######## dht11_read_scheduler ########
==> dht11_read_scheduler/congestion.png <==
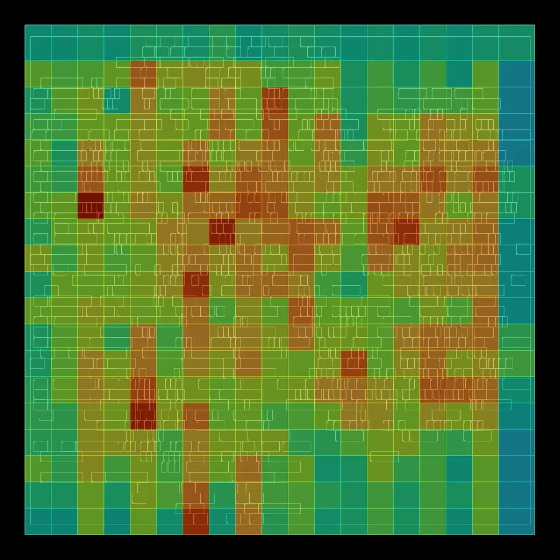

$ cat src/rtl/dht11_read_scheduler.sv
// Read scheduler for a DHT11 single-wire driver: paces sensor launches, validates
// frames, retries failed reads and answers byte-wide command requests.
module dht11_read_scheduler #(
   parameter int MIN_INTERVAL_CYC = 50_000_000,
   parameter int START_LOW_CYC    = 100,
   parameter int TIMEOUT_CYC      = 2_500_000,
   parameter int MAX_RETRY        = 2
) (
   input  logic        clock,
   input  logic        reset,
   input  logic        req_valid,
   output logic        req_ready,
   input  logic [1:0]  req_cmd,
   output logic        resp_valid,
   input  logic        resp_ready,
   output logic [1:0]  resp_code,
   output logic [7:0]  resp_data,
   output logic        sensor_rst_n,
   input  logic        sensor_done,
   input  logic        sensor_erro,
   input  logic [39:0] sensor_data
);

   localparam int IW = $clog2(MIN_INTERVAL_CYC + 1);
   localparam int SW = $clog2(START_LOW_CYC + 1);
   localparam int TW = $clog2(TIMEOUT_CYC + 1);

   localparam logic [IW-1:0] INTERVAL_MAX = IW'(MIN_INTERVAL_CYC);
   localparam logic [SW-1:0] START_LAST   = SW'(START_LOW_CYC - 1);
   localparam logic [TW-1:0] TIMEOUT_MAX  = TW'(TIMEOUT_CYC);
   localparam logic [2:0]    RETRY_MAX    = 3'(MAX_RETRY);

   localparam logic [1:0] CODE_OK       = 2'b00;
   localparam logic [1:0] CODE_SENSOR   = 2'b01;
   localparam logic [1:0] CODE_CHECKSUM = 2'b10;
   localparam logic [1:0] CODE_TIMEOUT  = 2'b11;

   localparam logic [1:0] CMD_STATUS    = 2'b10;
   localparam logic [1:0] CMD_RESERVED  = 2'b11;

   typedef enum logic [2:0] {
      IDLE,
      DISPATCH,
      GUARD,
      START,
      WAIT_DONE,
      CHECK,
      RESPOND
   } state_t;

   state_t          state, state_n;
   logic [IW-1:0]   interval_cnt;
   logic [SW-1:0]   start_cnt;
   logic [TW-1:0]   timeout_cnt;
   logic            done_q;
   logic            done_edge;
   logic            guard_ok;
   logic [1:0]      cmd_q;
   logic [39:0]     frame_q;
   logic            erro_q;
   logic [7:0]      cache_hum;
   logic [7:0]      cache_tmp;
   logic            cache_valid;
   logic [1:0]      last_err;
   logic [2:0]      retry_cnt;
   logic [7:0]      frame_sum;

   logic            launch;
   logic            fail;
   logic [1:0]      fail_code;
   logic            cache_store;
   logic            retry_clear;
   logic            resp_load;
   logic [1:0]      resp_code_n;
   logic [7:0]      resp_data_n;

   assign guard_ok  = (interval_cnt == INTERVAL_MAX);
   assign done_edge = sensor_done & ~done_q;
   assign frame_sum = frame_q[39:32] + frame_q[31:24] + frame_q[23:16] + frame_q[15:8];

   // cmd 00 selects the humidity integer byte, cmd 01 the temperature integer byte
   function automatic logic [7:0] pick_byte(input logic [1:0] cmd,
                                            input logic [7:0] hum,
                                            input logic [7:0] tmp);
      return cmd[0] ? tmp : hum;
   endfunction

   always_comb begin
      // NOTE: every combinational output gets a default first so no path leaves it unassigned (no latches).
      state_n     = state;
      launch      = 1'b0;
      fail        = 1'b0;
      fail_code   = CODE_OK;
      cache_store = 1'b0;
      retry_clear = 1'b0;
      resp_load   = 1'b0;
      resp_code_n = CODE_OK;
      resp_data_n = 8'h00;

      case (state)
         IDLE: begin
            if (req_valid && req_ready) state_n = DISPATCH;
         end
         DISPATCH: begin
            if (cmd_q == CMD_RESERVED) begin
               resp_load   = 1'b1;
               resp_code_n = CODE_TIMEOUT;
               state_n     = RESPOND;
            end else if (cmd_q == CMD_STATUS) begin
               resp_load   = 1'b1;
               resp_data_n = {cache_valid, last_err, retry_cnt, guard_ok, 1'b0};
               state_n     = RESPOND;
            end else if (cache_valid && !guard_ok) begin
               resp_load   = 1'b1;
               resp_data_n = pick_byte(cmd_q, cache_hum, cache_tmp);
               state_n     = RESPOND;
            end else begin
               retry_clear = 1'b1;
               state_n     = GUARD;
            end
         end
         GUARD: begin
            if (guard_ok) begin
               launch  = 1'b1;
               state_n = START;
            end
         end
         START: begin
            if (start_cnt == START_LAST) state_n = WAIT_DONE;
         end
         WAIT_DONE: begin
            if (done_edge) begin
               state_n = CHECK;
            end else if (timeout_cnt == TIMEOUT_MAX) begin
               fail      = 1'b1;
               fail_code = CODE_TIMEOUT;
            end
         end
         CHECK: begin
            if (erro_q) begin
               fail      = 1'b1;
               fail_code = CODE_SENSOR;
            end else if (frame_q[7:0] != frame_sum) begin
               fail      = 1'b1;
               fail_code = CODE_CHECKSUM;
            end else begin
               cache_store = 1'b1;
               resp_load   = 1'b1;
               resp_data_n = pick_byte(cmd_q, frame_q[39:32], frame_q[23:16]);
               state_n     = RESPOND;
            end
         end
         RESPOND: begin
            if (resp_ready) state_n = IDLE;
         end
         default: state_n = IDLE;
      endcase

      // a failed attempt either relaunches through GUARD or reports its code with zero data
      if (fail) begin
         if (retry_cnt < RETRY_MAX) begin
            state_n = GUARD;
         end else begin
            resp_load   = 1'b1;
            resp_code_n = fail_code;
            resp_data_n = 8'h00;
            state_n     = RESPOND;
         end
      end
   end

   always_ff @(posedge clock) begin
      // NOTE: sequential state uses non-blocking assignments so every register samples pre-edge values.
      if (reset) begin
         state        <= IDLE;
         interval_cnt <= '0;
         start_cnt    <= '0;
         timeout_cnt  <= '0;
         done_q       <= 1'b0;
         cmd_q        <= 2'b00;
         erro_q       <= 1'b0;
         cache_valid  <= 1'b0;
         last_err     <= CODE_OK;
         retry_cnt    <= 3'd0;
         req_ready    <= 1'b0;
         resp_valid   <= 1'b0;
         resp_code    <= CODE_OK;
         resp_data    <= 8'h00;
         sensor_rst_n <= 1'b0;
      end else begin
         state  <= state_n;
         done_q <= sensor_done;

         if (launch)         interval_cnt <= '0;
         else if (!guard_ok) interval_cnt <= interval_cnt + 1'b1;

         if (launch)              start_cnt <= '0;
         else if (state == START) start_cnt <= start_cnt + 1'b1;

         if (launch) timeout_cnt <= '0;
         else if (state == WAIT_DONE && timeout_cnt != TIMEOUT_MAX)
            timeout_cnt <= timeout_cnt + 1'b1;

         if (state == IDLE && req_valid && req_ready) cmd_q <= req_cmd;
         if (state == WAIT_DONE && done_edge)         erro_q <= sensor_erro;

         if (cache_store) begin
            cache_valid <= 1'b1;
            last_err    <= CODE_OK;
         end
         if (fail) begin
            last_err <= fail_code;
            if (retry_cnt < RETRY_MAX) retry_cnt <= retry_cnt + 3'd1;
         end
         if (retry_clear) retry_cnt <= 3'd0;

         if (resp_load) begin
            resp_code <= resp_code_n;
            resp_data <= resp_data_n;
         end

         // handshake and driver-reset outputs are registered from the next state
         req_ready    <= (state_n == IDLE);
         resp_valid   <= (state_n == RESPOND);
         sensor_rst_n <= (state_n != START);
      end
   end

   always_ff @(posedge clock) begin
      // NOTE: frame and cache data need no reset; they are only read once qualified by state or cache_valid.
      if (state == WAIT_DONE && done_edge) frame_q <= sensor_data;
      if (cache_store) begin
         cache_hum <= frame_q[39:32];
         cache_tmp <= frame_q[23:16];
      end
   end

endmodule

$ cat config.mk
export PLATFORM = sky130hd
export DESIGN_NAME = dht11_read_scheduler
export DESIGN_NICKNAME = d
export VERILOG_FILES = /design/src/rtl/dht11_read_scheduler.sv
export SDC_FILE = /design/constraint.sdc
export NUM_CORES = 1
export LEC_CHECK = 0
export ABC_AREA = 1
export CORE_UTILIZATION = 40
export CTS_BUF_LIST = sky130_fd_sc_hd__clkbuf_4 sky130_fd_sc_hd__clkbuf_8
export DETAILED_ROUTE_END_ITERATION = 12
export SLEW_MARGIN = 15
export SYNTH_ARGS = -nofsm -noshare
export SYNTH_HDL_FRONTEND = slang
export SYNTH_SLANG_ARGS = --single-unit
$ cat constraint.sdc
create_clock -name clock -period 9.6 [get_ports clock]
set_clock_uncertainty 0.15 [all_clocks]
set_input_delay 1.92 -clock clock [delete_from_list [all_inputs] [get_ports clock]]
set_output_delay 1.92 -clock clock [all_outputs]
set_load 0.01 [all_outputs]
######## anim_scheduler ########
File: config.mk
export PLATFORM = sky130hd
export DESIGN_NAME = anim_scheduler
export DESIGN_NICKNAME = d
export VERILOG_FILES = /design/src/rtl/anim_pkg.sv /design/src/rtl/frame_pacer.sv /design/src/rtl/anim_scheduler.sv
export SDC_FILE = /design/constraint.sdc
export NUM_CORES = 1
export LEC_CHECK = 0
export CAP_MARGIN = 20
export CORE_AREA = 4 4 41 43
export CTS_CLUSTER_DIAMETER = 150
export DETAILED_ROUTE_END_ITERATION = 7
export DIE_AREA = 0 0 45 47
export DONT_BUFFER_PORTS = 1
export PLACE_DENSITY = 0.65
export RECOVER_POWER = 50
export SYNTH_ARGS = -nofsm -noshare
export SYNTH_HDL_FRONTEND = slang
export SYNTH_SLANG_ARGS = --single-unit
File: constraint.sdc
create_clock -name clk -period 1.9 [get_ports clk]
set_clock_uncertainty 0.2 [all_clocks]
set_input_delay 0.475 -clock clk [delete_from_list [all_inputs] [get_ports clk]]
set_output_delay 0.475 -clock clk [all_outputs]
set_load 0.05 [all_outputs]
File: src/rtl/anim_pkg.sv
// Shared types and constants for the animation sequencing slice.
package anim_pkg;

    typedef enum logic [1:0] {
        S_RUN  = 2'd0,
        S_PEND = 2'd1,
        S_SWAP = 2'd2
    } state_t;

    localparam int ANIM_IDLE  = 0;
    localparam int ANIM_SMILE = 1;

    // lcd_frame_done from spi_lcd is a single-cycle strobe.
    localparam int LCD_DONE_PULSE_W = 1;

endpackage

File: src/rtl/frame_pacer.sv
// Holds each animation frame for HOLD_FRAMES LCD frames, then advances frame_idx with wrap.
// Synchronous clear restarts the animation at frame 0 with an empty hold count.
module frame_pacer #(
    parameter int FRAMES_PER_ANIM = 4,
    parameter int HOLD_FRAMES     = 8,
    localparam int FW = $clog2(FRAMES_PER_ANIM),
    localparam int HW = (HOLD_FRAMES > 1) ? $clog2(HOLD_FRAMES) : 1
) (
    input  logic          clk,
    input  logic          rst,
    input  logic          clr_i,
    input  logic          tick_i,
    output logic [FW-1:0] frame_idx_o
);

    logic [HW-1:0] hold_cnt_q, hold_cnt_d;
    logic [FW-1:0] frame_q, frame_d;

    always_comb begin
        hold_cnt_d = hold_cnt_q;
        frame_d    = frame_q;
        if (clr_i) begin
            hold_cnt_d = '0;
            frame_d    = '0;
        end else if (tick_i) begin
            if (hold_cnt_q == HW'(HOLD_FRAMES - 1)) begin
                hold_cnt_d = '0;
                frame_d    = (frame_q == FW'(FRAMES_PER_ANIM - 1)) ? '0 : frame_q + 1'b1;
            end else begin
                hold_cnt_d = hold_cnt_q + 1'b1;
            end
        end
    end

    always_ff @(posedge clk or posedge rst) begin
        if (rst) begin
            hold_cnt_q <= '0;
            frame_q    <= '0;
        end else begin
            hold_cnt_q <= hold_cnt_d;
            frame_q    <= frame_d;
        end
    end

    assign frame_idx_o = frame_q;

endmodule

File: src/rtl/anim_scheduler.sv
// Selects the animation and frame shown on the LCD; go presses queue a switch that is
// applied only at an LCD frame boundary, followed by a one-cycle lcd_hold stall.
module anim_scheduler
    import anim_pkg::*;
#(
    parameter int NUM_ANIM        = 2,
    parameter int FRAMES_PER_ANIM = 4,
    parameter int HOLD_FRAMES     = 8
) (
    input  logic                               clk,
    input  logic                               rst,
    input  logic                               go,
    input  logic                               lcd_frame_done,
    output logic [$clog2(NUM_ANIM)-1:0]        anim_sel,
    output logic [$clog2(FRAMES_PER_ANIM)-1:0] frame_idx,
    output logic                               switch_pending,
    output logic                               lcd_hold
);

    localparam int AW = $clog2(NUM_ANIM);

    state_t        state_q, state_d;
    logic [AW-1:0] anim_q, anim_d;
    logic [AW-1:0] tgt_q, tgt_d;
    logic          go_q;
    logic          go_rise;
    logic          pend_q, hold_q;
    logic          swap_now;
    logic          adv;

    function automatic logic [AW-1:0] next_anim(input logic [AW-1:0] a);
        return (a == AW'(NUM_ANIM - 1)) ? '0 : a + 1'b1;
    endfunction

    assign go_rise = go & ~go_q;

    always_comb begin
        state_d  = state_q;
        anim_d   = anim_q;
        tgt_d    = tgt_q;
        swap_now = 1'b0;
        adv      = 1'b0;
        case (state_q)
            S_RUN: begin
                adv = lcd_frame_done;
                if (go_rise) begin
                    tgt_d   = next_anim(anim_q);
                    state_d = S_PEND;
                end
            end
            S_PEND: begin
                // A press in the same cycle as the boundary still counts toward the target.
                if (go_rise) tgt_d = next_anim(tgt_q);
                if (lcd_frame_done) begin
                    anim_d   = tgt_d;
                    swap_now = 1'b1;
                    state_d  = S_SWAP;
                end
            end
            S_SWAP: begin
                state_d = S_RUN;
                if (go_rise) begin
                    tgt_d   = next_anim(anim_q);
                    state_d = S_PEND;
                end
            end
            default: state_d = S_RUN;
        endcase
    end

    always_ff @(posedge clk or posedge rst) begin
        if (rst) begin
            state_q <= S_RUN;
            anim_q  <= '0;
            tgt_q   <= '0;
            go_q    <= 1'b0;
            pend_q  <= 1'b0;
            hold_q  <= 1'b0;
        end else begin
            state_q <= state_d;
            anim_q  <= anim_d;
            tgt_q   <= tgt_d;
            go_q    <= go;
            pend_q  <= (state_d == S_PEND);
            hold_q  <= (state_d == S_SWAP);
        end
    end

    frame_pacer #(
        .FRAMES_PER_ANIM (FRAMES_PER_ANIM),
        .HOLD_FRAMES     (HOLD_FRAMES)
    ) u_pacer (
        .clk         (clk),
        .rst         (rst),
        .clr_i       (swap_now),
        .tick_i      (adv),
        .frame_idx_o (frame_idx)
    );

    assign anim_sel       = anim_q;
    assign switch_pending = pend_q;
    assign lcd_hold       = hold_q;

endmodule
######## turbo_out_packer_flat ########
<file path="src/rtl/turbo_pkg.sv">
// Shared constants and payload types for the turbo encoder output path.
package turbo_pkg;

  localparam int unsigned PAIRS_PER_BYTE      = 4;
  localparam int unsigned BYTE_W              = 8;
  localparam int unsigned DEFAULT_FRAME_PAIRS = 12;
  localparam int unsigned ENTRY_W             = BYTE_W + 1;

  typedef struct packed {
    logic              last;
    logic [BYTE_W-1:0] data;
  } byte_entry_t;

  // Bytes emitted per encoder frame, including a padded final byte.
  function automatic int unsigned bytes_per_frame(input int unsigned frame_pairs);
    return (frame_pairs + PAIRS_PER_BYTE - 1) / PAIRS_PER_BYTE;
  endfunction

endpackage

</file>
<file path="src/rtl/turbo_out_packer_if.sv">
// Pair-stream input and byte-stream output of the turbo output packer.
interface turbo_out_packer_if;
  import turbo_pkg::*;

  logic              in0;
  logic              in1;
  logic              in_valid;
  logic              out_ready;
  logic [BYTE_W-1:0] out_data;
  logic              out_last;
  logic              out_valid;
  logic              overflow;
  logic [7:0]        frame_cnt;

  modport master (
    output in0, in1, in_valid, out_ready,
    input  out_data, out_last, out_valid, overflow, frame_cnt
  );

  modport slave (
    input  in0, in1, in_valid, out_ready,
    output out_data, out_last, out_valid, overflow, frame_cnt
  );
endinterface

</file>
<file path="src/rtl/byte_fifo.sv">
// Show-ahead FIFO; the head is a register so it holds its value once drained.
module byte_fifo #(
  parameter int unsigned DEPTH = 4,
  parameter int unsigned WIDTH = 9
) (
  input  logic             clk,
  input  logic             reset,
  input  logic             wr_en,
  input  logic [WIDTH-1:0] wr_data,
  input  logic             rd_en,
  output logic [WIDTH-1:0] rd_data,
  output logic             full,
  output logic             empty
);
  localparam int unsigned AW = (DEPTH > 1) ? $clog2(DEPTH) : 1;
  localparam int unsigned CW = $clog2(DEPTH) + 1;

  logic [WIDTH-1:0] r_mem [DEPTH];
  logic [AW-1:0]    r_wr_ptr;
  logic [AW-1:0]    r_rd_ptr;
  logic [CW-1:0]    r_count;
  logic [WIDTH-1:0] r_head;
  logic [AW-1:0]    w_rd_next;
  logic             w_rd;
  logic             w_wr;

  assign empty     = (r_count == '0);
  assign full      = (r_count == CW'(DEPTH));
  assign w_rd      = rd_en && !empty;
  assign w_wr      = wr_en && (!full || w_rd);
  assign w_rd_next = r_rd_ptr + AW'(1);
  assign rd_data   = r_head;

  always_ff @(posedge clk) begin
    if (w_wr) r_mem[r_wr_ptr] <= wr_data;
  end

  always_ff @(posedge clk or posedge reset) begin
    if (reset) begin
      r_wr_ptr <= '0;
      r_rd_ptr <= '0;
      r_count  <= '0;
      r_head   <= '0;
    end else begin
      if (w_wr) r_wr_ptr <= r_wr_ptr + AW'(1);
      if (w_rd) r_rd_ptr <= w_rd_next;
      case ({w_wr, w_rd})
        2'b10:   r_count <= r_count + CW'(1);
        2'b01:   r_count <= r_count - CW'(1);
        default: r_count <= r_count;
      endcase
      // Head tracks the oldest entry; a write into an emptying FIFO lands directly here.
      if (w_rd && (r_count > CW'(1)))
        r_head <= r_mem[w_rd_next];
      else if (w_wr && ((r_count == '0) || (w_rd && (r_count == CW'(1)))))
        r_head <= wr_data;
    end
  end
endmodule

</file>
<file path="src/rtl/turbo_out_packer.sv">
// Packs encoder bit pairs LSB-first into bytes, tags frame ends, and buffers them.
module turbo_out_packer
  import turbo_pkg::*;
#(
  parameter int unsigned FRAME_PAIRS = DEFAULT_FRAME_PAIRS,
  parameter int unsigned FIFO_DEPTH  = 4
) (
  input  logic               clk,
  input  logic               reset,
  turbo_out_packer_if.slave  bus
);
  localparam int unsigned PC_W = 8;
  localparam int unsigned SL_W = 2;

  logic [PC_W-1:0]   r_pc;
  logic [SL_W-1:0]   r_sl;
  logic [BYTE_W-1:0] r_shift;
  logic              r_overflow;
  logic [7:0]        r_frame_cnt;

  logic              w_end;
  logic              w_full_byte;
  logic              w_complete;
  logic [BYTE_W-1:0] w_byte;
  byte_entry_t       w_entry;
  byte_entry_t       w_head;
  logic              w_full;
  logic              w_empty;

  assign w_end       = (r_pc == PC_W'(FRAME_PAIRS - 1));
  assign w_full_byte = (r_sl == SL_W'(PAIRS_PER_BYTE - 1));
  assign w_complete  = bus.in_valid && (w_end || w_full_byte);
  assign w_byte      = r_shift | (BYTE_W'({bus.in1, bus.in0}) << {r_sl, 1'b0});

  always_comb begin
    w_entry      = '0;
    w_entry.last = w_end;
    w_entry.data = w_byte;
  end

  byte_fifo #(
    .DEPTH (FIFO_DEPTH),
    .WIDTH (ENTRY_W)
  ) u_fifo (
    .clk     (clk),
    .reset   (reset),
    .wr_en   (w_complete),
    .wr_data (w_entry),
    .rd_en   (bus.out_ready),
    .rd_data (w_head),
    .full    (w_full),
    .empty   (w_empty)
  );

  // Counters advance even when a byte is dropped so framing stays aligned.
  always_ff @(posedge clk or posedge reset) begin
    if (reset) begin
      r_pc        <= '0;
      r_sl        <= '0;
      r_shift     <= '0;
      r_overflow  <= 1'b0;
      r_frame_cnt <= '0;
    end else begin
      if (w_complete && w_full && !bus.out_ready) r_overflow <= 1'b1;
      if (bus.in_valid) begin
        r_shift <= w_complete ? '0 : w_byte;
        if (w_end) begin
          r_pc        <= '0;
          r_sl        <= '0;
          r_frame_cnt <= r_frame_cnt + 8'd1;
        end else begin
          r_pc <= r_pc + PC_W'(1);
          r_sl <= r_sl + SL_W'(1);
        end
      end
    end
  end

  assign bus.out_data  = w_head.data;
  assign bus.out_last  = w_head.last;
  assign bus.out_valid = !w_empty;
  assign bus.overflow  = r_overflow;
  assign bus.frame_cnt = r_frame_cnt;
endmodule

</file>
<file path="src/flat_wrapper.sv">
// flat-port wrapper written by rule: the top's interface ports become plain ports
module turbo_out_packer_flat import turbo_pkg::*;
#(
  parameter int unsigned FRAME_PAIRS = DEFAULT_FRAME_PAIRS,
  parameter int unsigned FIFO_DEPTH  = 4
)
  (clk, reset, bus_in0, bus_in1, bus_in_valid, bus_out_ready, bus_out_data, bus_out_last, bus_out_valid, bus_overflow, bus_frame_cnt);
  turbo_out_packer_if bus_i ();
  input  logic clk;
  input  logic reset;
  input wire logic [$bits(bus_i.in0)-1:0] bus_in0;
  input wire logic [$bits(bus_i.in1)-1:0] bus_in1;
  input wire logic [$bits(bus_i.in_valid)-1:0] bus_in_valid;
  input wire logic [$bits(bus_i.out_ready)-1:0] bus_out_ready;
  output wire logic [$bits(bus_i.out_data)-1:0] bus_out_data;
  output wire logic [$bits(bus_i.out_last)-1:0] bus_out_last;
  output wire logic [$bits(bus_i.out_valid)-1:0] bus_out_valid;
  output wire logic [$bits(bus_i.overflow)-1:0] bus_overflow;
  output wire logic [$bits(bus_i.frame_cnt)-1:0] bus_frame_cnt;
  assign bus_i.in0 = bus_in0;
  assign bus_i.in1 = bus_in1;
  assign bus_i.in_valid = bus_in_valid;
  assign bus_i.out_ready = bus_out_ready;
  assign bus_out_data = bus_i.out_data;
  assign bus_out_last = bus_i.out_last;
  assign bus_out_valid = bus_i.out_valid;
  assign bus_overflow = bus_i.overflow;
  assign bus_frame_cnt = bus_i.frame_cnt;
  turbo_out_packer #(.FRAME_PAIRS(FRAME_PAIRS), .FIFO_DEPTH(FIFO_DEPTH)) u_core (.clk(clk), .reset(reset), .bus(bus_i));
endmodule
</file>
<file path="config.mk">
export PLATFORM = sky130hd
export DESIGN_NAME = turbo_out_packer_flat
export DESIGN_NICKNAME = d
export VERILOG_FILES = /design/src/rtl/turbo_pkg.sv /design/src/rtl/turbo_out_packer_if.sv /design/src/rtl/byte_fifo.sv /design/src/rtl/turbo_out_packer.sv /design/src/flat_wrapper.sv
export SDC_FILE = /design/constraint.sdc
export NUM_CORES = 1
export LEC_CHECK = 0
export ABC_AREA = 1
export CAP_MARGIN = 20
export CORE_MARGIN = 2
export CORE_UTILIZATION = 37
export CTS_CLUSTER_SIZE = 16
export DETAILED_ROUTE_END_ITERATION = 10
export GPL_ROUTABILITY_DRIVEN = 1
export PLACE_DENSITY = 0.54
export SKIP_CTS_REPAIR_TIMING = 1
export SYNTH_ARGS = -nofsm -noshare
export SYNTH_HDL_FRONTEND = slang
export SYNTH_SLANG_ARGS = --single-unit
</file>
<file path="constraint.sdc">
create_clock -name clk -period 2.35 [get_ports clk]
set_input_delay 0.47 -clock clk [delete_from_list [all_inputs] [get_ports clk]]
set_output_delay 0.47 -clock clk [all_outputs]
set_load 0.005 [all_outputs]
</file>
==> anim_scheduler/flops_by_reg.png <==
Bar = 10 µm. Other sequential cells in the stronger grey, the rest of the logic in the fainter grey.
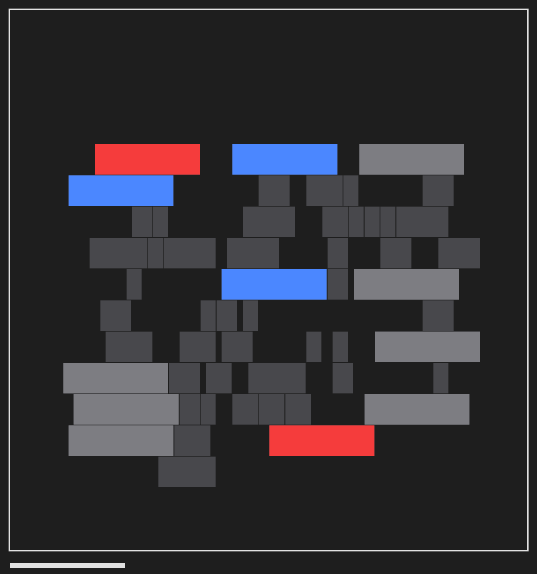
- blue: `u_pacer.hold_cnt_q` (placed flops 3)
- red: `state_q` (placed flops 2)
- not coloured: 7

==> flow_summary.toml, anim_scheduler <==
# generated from flow reports
[clock_tree]
clkTransAtPathRegs_ns = 0.07
htreeDepth = 1

[synth]
aoi_share_pct = 12.2
synth-async-reset-ratio_pct = 100
mux_share_pct = 2.03
topCombFamilyByArea = "simple AND/OR/NAND/NOR gates"
ys_area_um2 = 556

[global_route]
met2_usage_pct = 16.1
gr-max-usage-layer = "met2"
gr-usage-all-layers_pct = 10.6

[pwr]
combPwrFrac_pct = 26.1
clk-power_mw = 0.199
p_leak_nw = 0.295
power.switching_mw = 0.313

[floorplanning]
rows = 13

[run_status]
status = "complete, no violations"

[sta]
period_needed_ns = 1.59

[layout]
fillers = 131
mi_logic_area_um2 = 229
lay_top_cells = "12 x dfrtp_1, 6 x nand2_1, 4 x nor2_1"
comb_share_pct = 36.9
fin_cells = 70
top_register = "u_pacer.hold_cnt_q"
final_area_um2 = 621
syn2layout_area_growth_pct = 11.7

[run]
cap_violations = 0

[min_path]
holdPathStages = 0
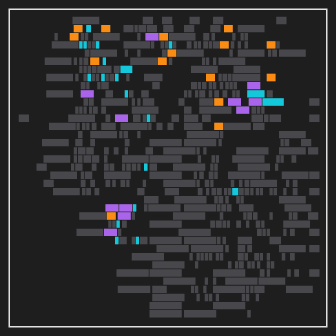
(turbo_out_packer_flat/logic_types.png)
- orange: XOR/XNOR gates (cells 15; most used xor2_1)
- cyan: NOR gates (cells 20; most used nor2_1)
- purple: adder and majority cells (cells 11; most used ha_1)
Non-Filler Instances: 583
dominant logic cell type in the layout: nand2_1
combinational share of cell area: 31.7%

==> flow_summary.toml, turbo_out_packer_flat <==
# generated from flow reports
[run_status]
status = "complete, no violations"

[synth]
synth.avg_cell_area_um2 = 9.46
synth.top_cells.by_count = "130 x nand2_1, 43 x dfrtp_1, 40 x inv_1"
synthMostInstantiatedCell = "nand2_1"
ys_sh_simple_pct = 24.4

[sta]
period_used_pct = 93.6
fin_ws_ns = 0.151
tightestPinTransition_ns = 0.562
hold_violations = 0

[floorplanning]
fp.coreArea_mm2 = 0.0102
rows = 37
dieWidth_um = 106

[global_route]
grt_start_max_net_pins = 44
gr-max-usage-layer = "met2"

[critical_path]
startpoint_type = "register"
path_cells = "inv_1 > ha_1 > nand2_4 > clkdlybuf4s50_1"
cp.required_ns = 1.88
cp_max_fo = 4
path_buffers = 2
reg2regPathDepth = 8

[min_path]
min_path_type = "register to register"

[pwr]
p_per_area_mw_per_mm2 = 1140
power.switching_mw = 1.96
p_total_mw = 5.07
comb_power_mw = 1.98
combPwrFrac_pct = 39.0

[layout]
fillers = 1003
logic_gates = 267
buffers_excl_clock = 37

[detailed_routing]
top_layer_used = "met4"
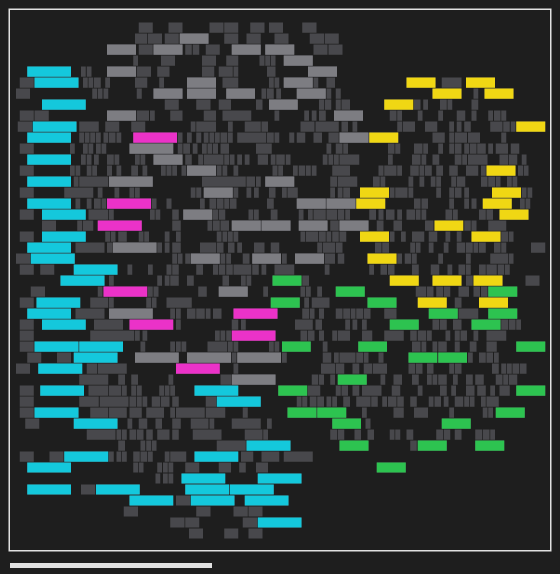
(dht11_read_scheduler/flops_by_reg.png)
Bar = 50 µm. Other sequential cells in the stronger grey, the rest of the logic in the fainter grey.
- magenta: `cache_tmp` (placed flops 8; where middle left)
- yellow: `timeout_cnt` (placed flops 22)
- green: `interval_cnt` (placed flops 26)
- cyan: `frame_q` (placed flops 40)
Seq/total area: 40.8%
register area: 0.00330 mm²
final core utilization: 48.3%
sequential power: 0.616 mW

About dht11_read_scheduler/congestion.png:
busiest metal layer after global routing: met2
met2 GRT Util: 28.9%

==> flow_summary.toml, dht11_read_scheduler <==
# generated from flow reports
[critical_path]
critPathMaxStageDelay_ns = 1.00
cp.required_ns = 9.77
path_common_cell = "inv_1"

[sta]
rsz0062_at_grt = "no"
fmax_ghz = 0.240
timing.setup.tns_ns = 0
maxSlewViolCount = 0

[pwr]
power.switching_mw = 0.264
maxPowerGroup = "registers"

[run_status]
status = "complete, no violations"

[layout]
clkCellAreaFrac_pct = 4.81
lay_top_cells = "174 x nand2_1, 116 x inv_1, 81 x dfxtp_1"

[global_route]
grt_use_met1_pct = 20.0
grt_pass1_wl_mm = 23.6

[synth]
postSynthSeqShare_pct = 47.7
synth_stat.cells = 810
adder_share_pct = 6.40

[clock_tree]
clk_path_buf_depth = 2
cts_tree = "built"

[detailed_routing]
vias_per_cell = 4.73
detail_route.wl_per_cell_um = 12.5

[min_path]
hp-start = "frame_q[33]$_DFFE_PP_"

[floorplanning]
dieWidth_um = 134

==> screenshots <==
Zoomed window.
panel A
Bar = 10 µm. Region (0, 0) to (25, 25) µm. Cells in grey, sequential cells in the stronger grey; small squares are vias.
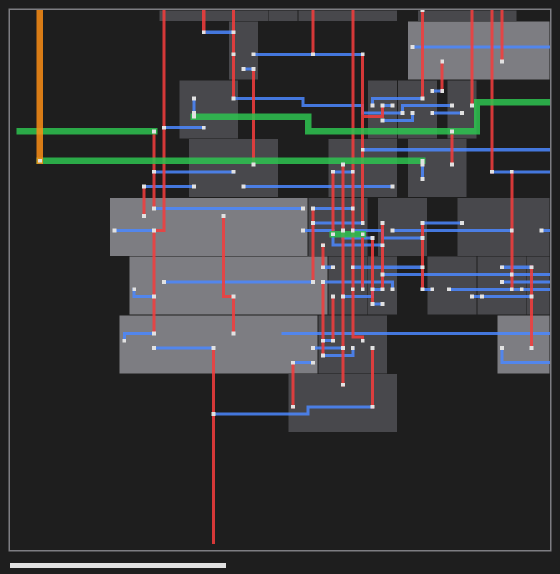
panel B
Bar = 10 µm. Region (14, 14) to (39, 39) µm. Cells in grey, sequential cells in the stronger grey; small squares are vias.
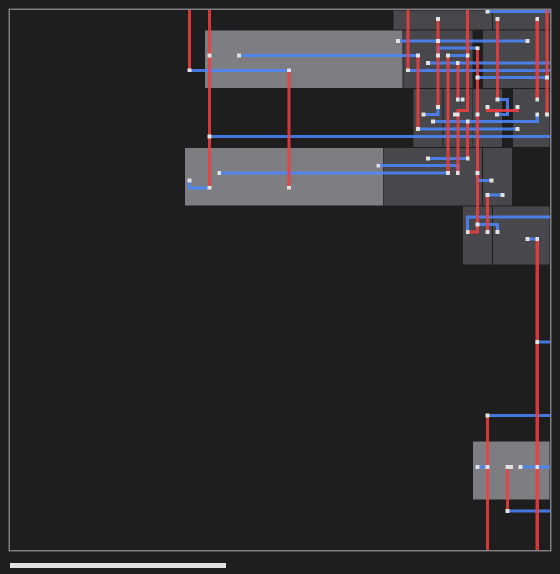
panel C
Bar = 10 µm. Region (21, 21) to (46, 46) µm. Cells in grey, sequential cells in the stronger grey; small squares are vias.
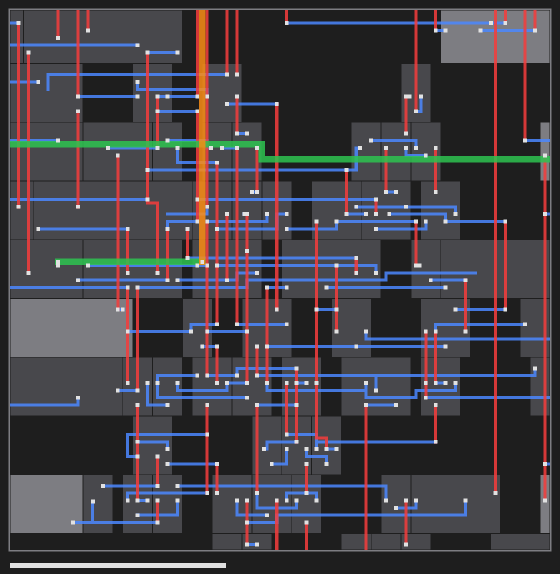
For dht11_read_scheduler, see panel C.
For turbo_out_packer_flat, see panel B.
For anim_scheduler, see panel A.
- smallest die: panel A

Key to panel A:
- blue: metal 1
- green: metal 3
- orange: metal 4
- red: metal 2
- cells with their middle in the window: 21
- most frequent: dfrtp_1 (4), nand2_1 (3)
- sequential cells in the window: 4



==> gallery <==
Nets reached from selected ports.
picture 1
Bar = 50 µm.
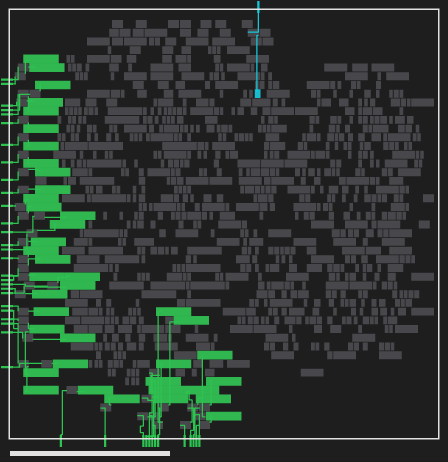
picture 2
Bar = 20 µm.
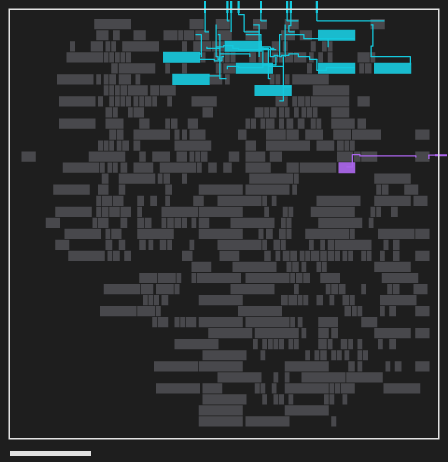
picture 3
Bar = 10 µm.
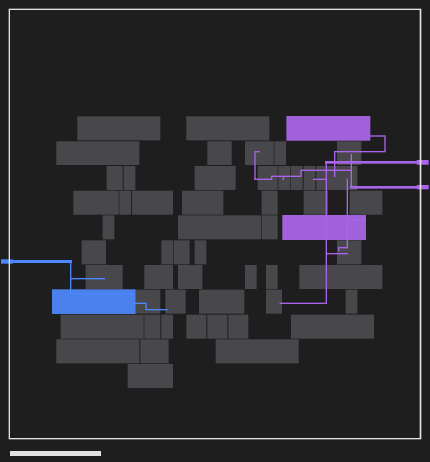
Of these, fewest cells: picture 3
- dht11_read_scheduler = picture 1
- turbo_out_packer_flat = picture 2
- anim_scheduler = picture 3

Key to picture 1:
- cyan: `resp_ready` (bits 1; direction input; end cells 1; buffers 1; wire 28.0 µm)
- green: `sensor_data` (bits 40; direction input; end cells 40; buffers 40; wire 585 µm)

No activity file was given, so power comes from the tool's default toggle rates.
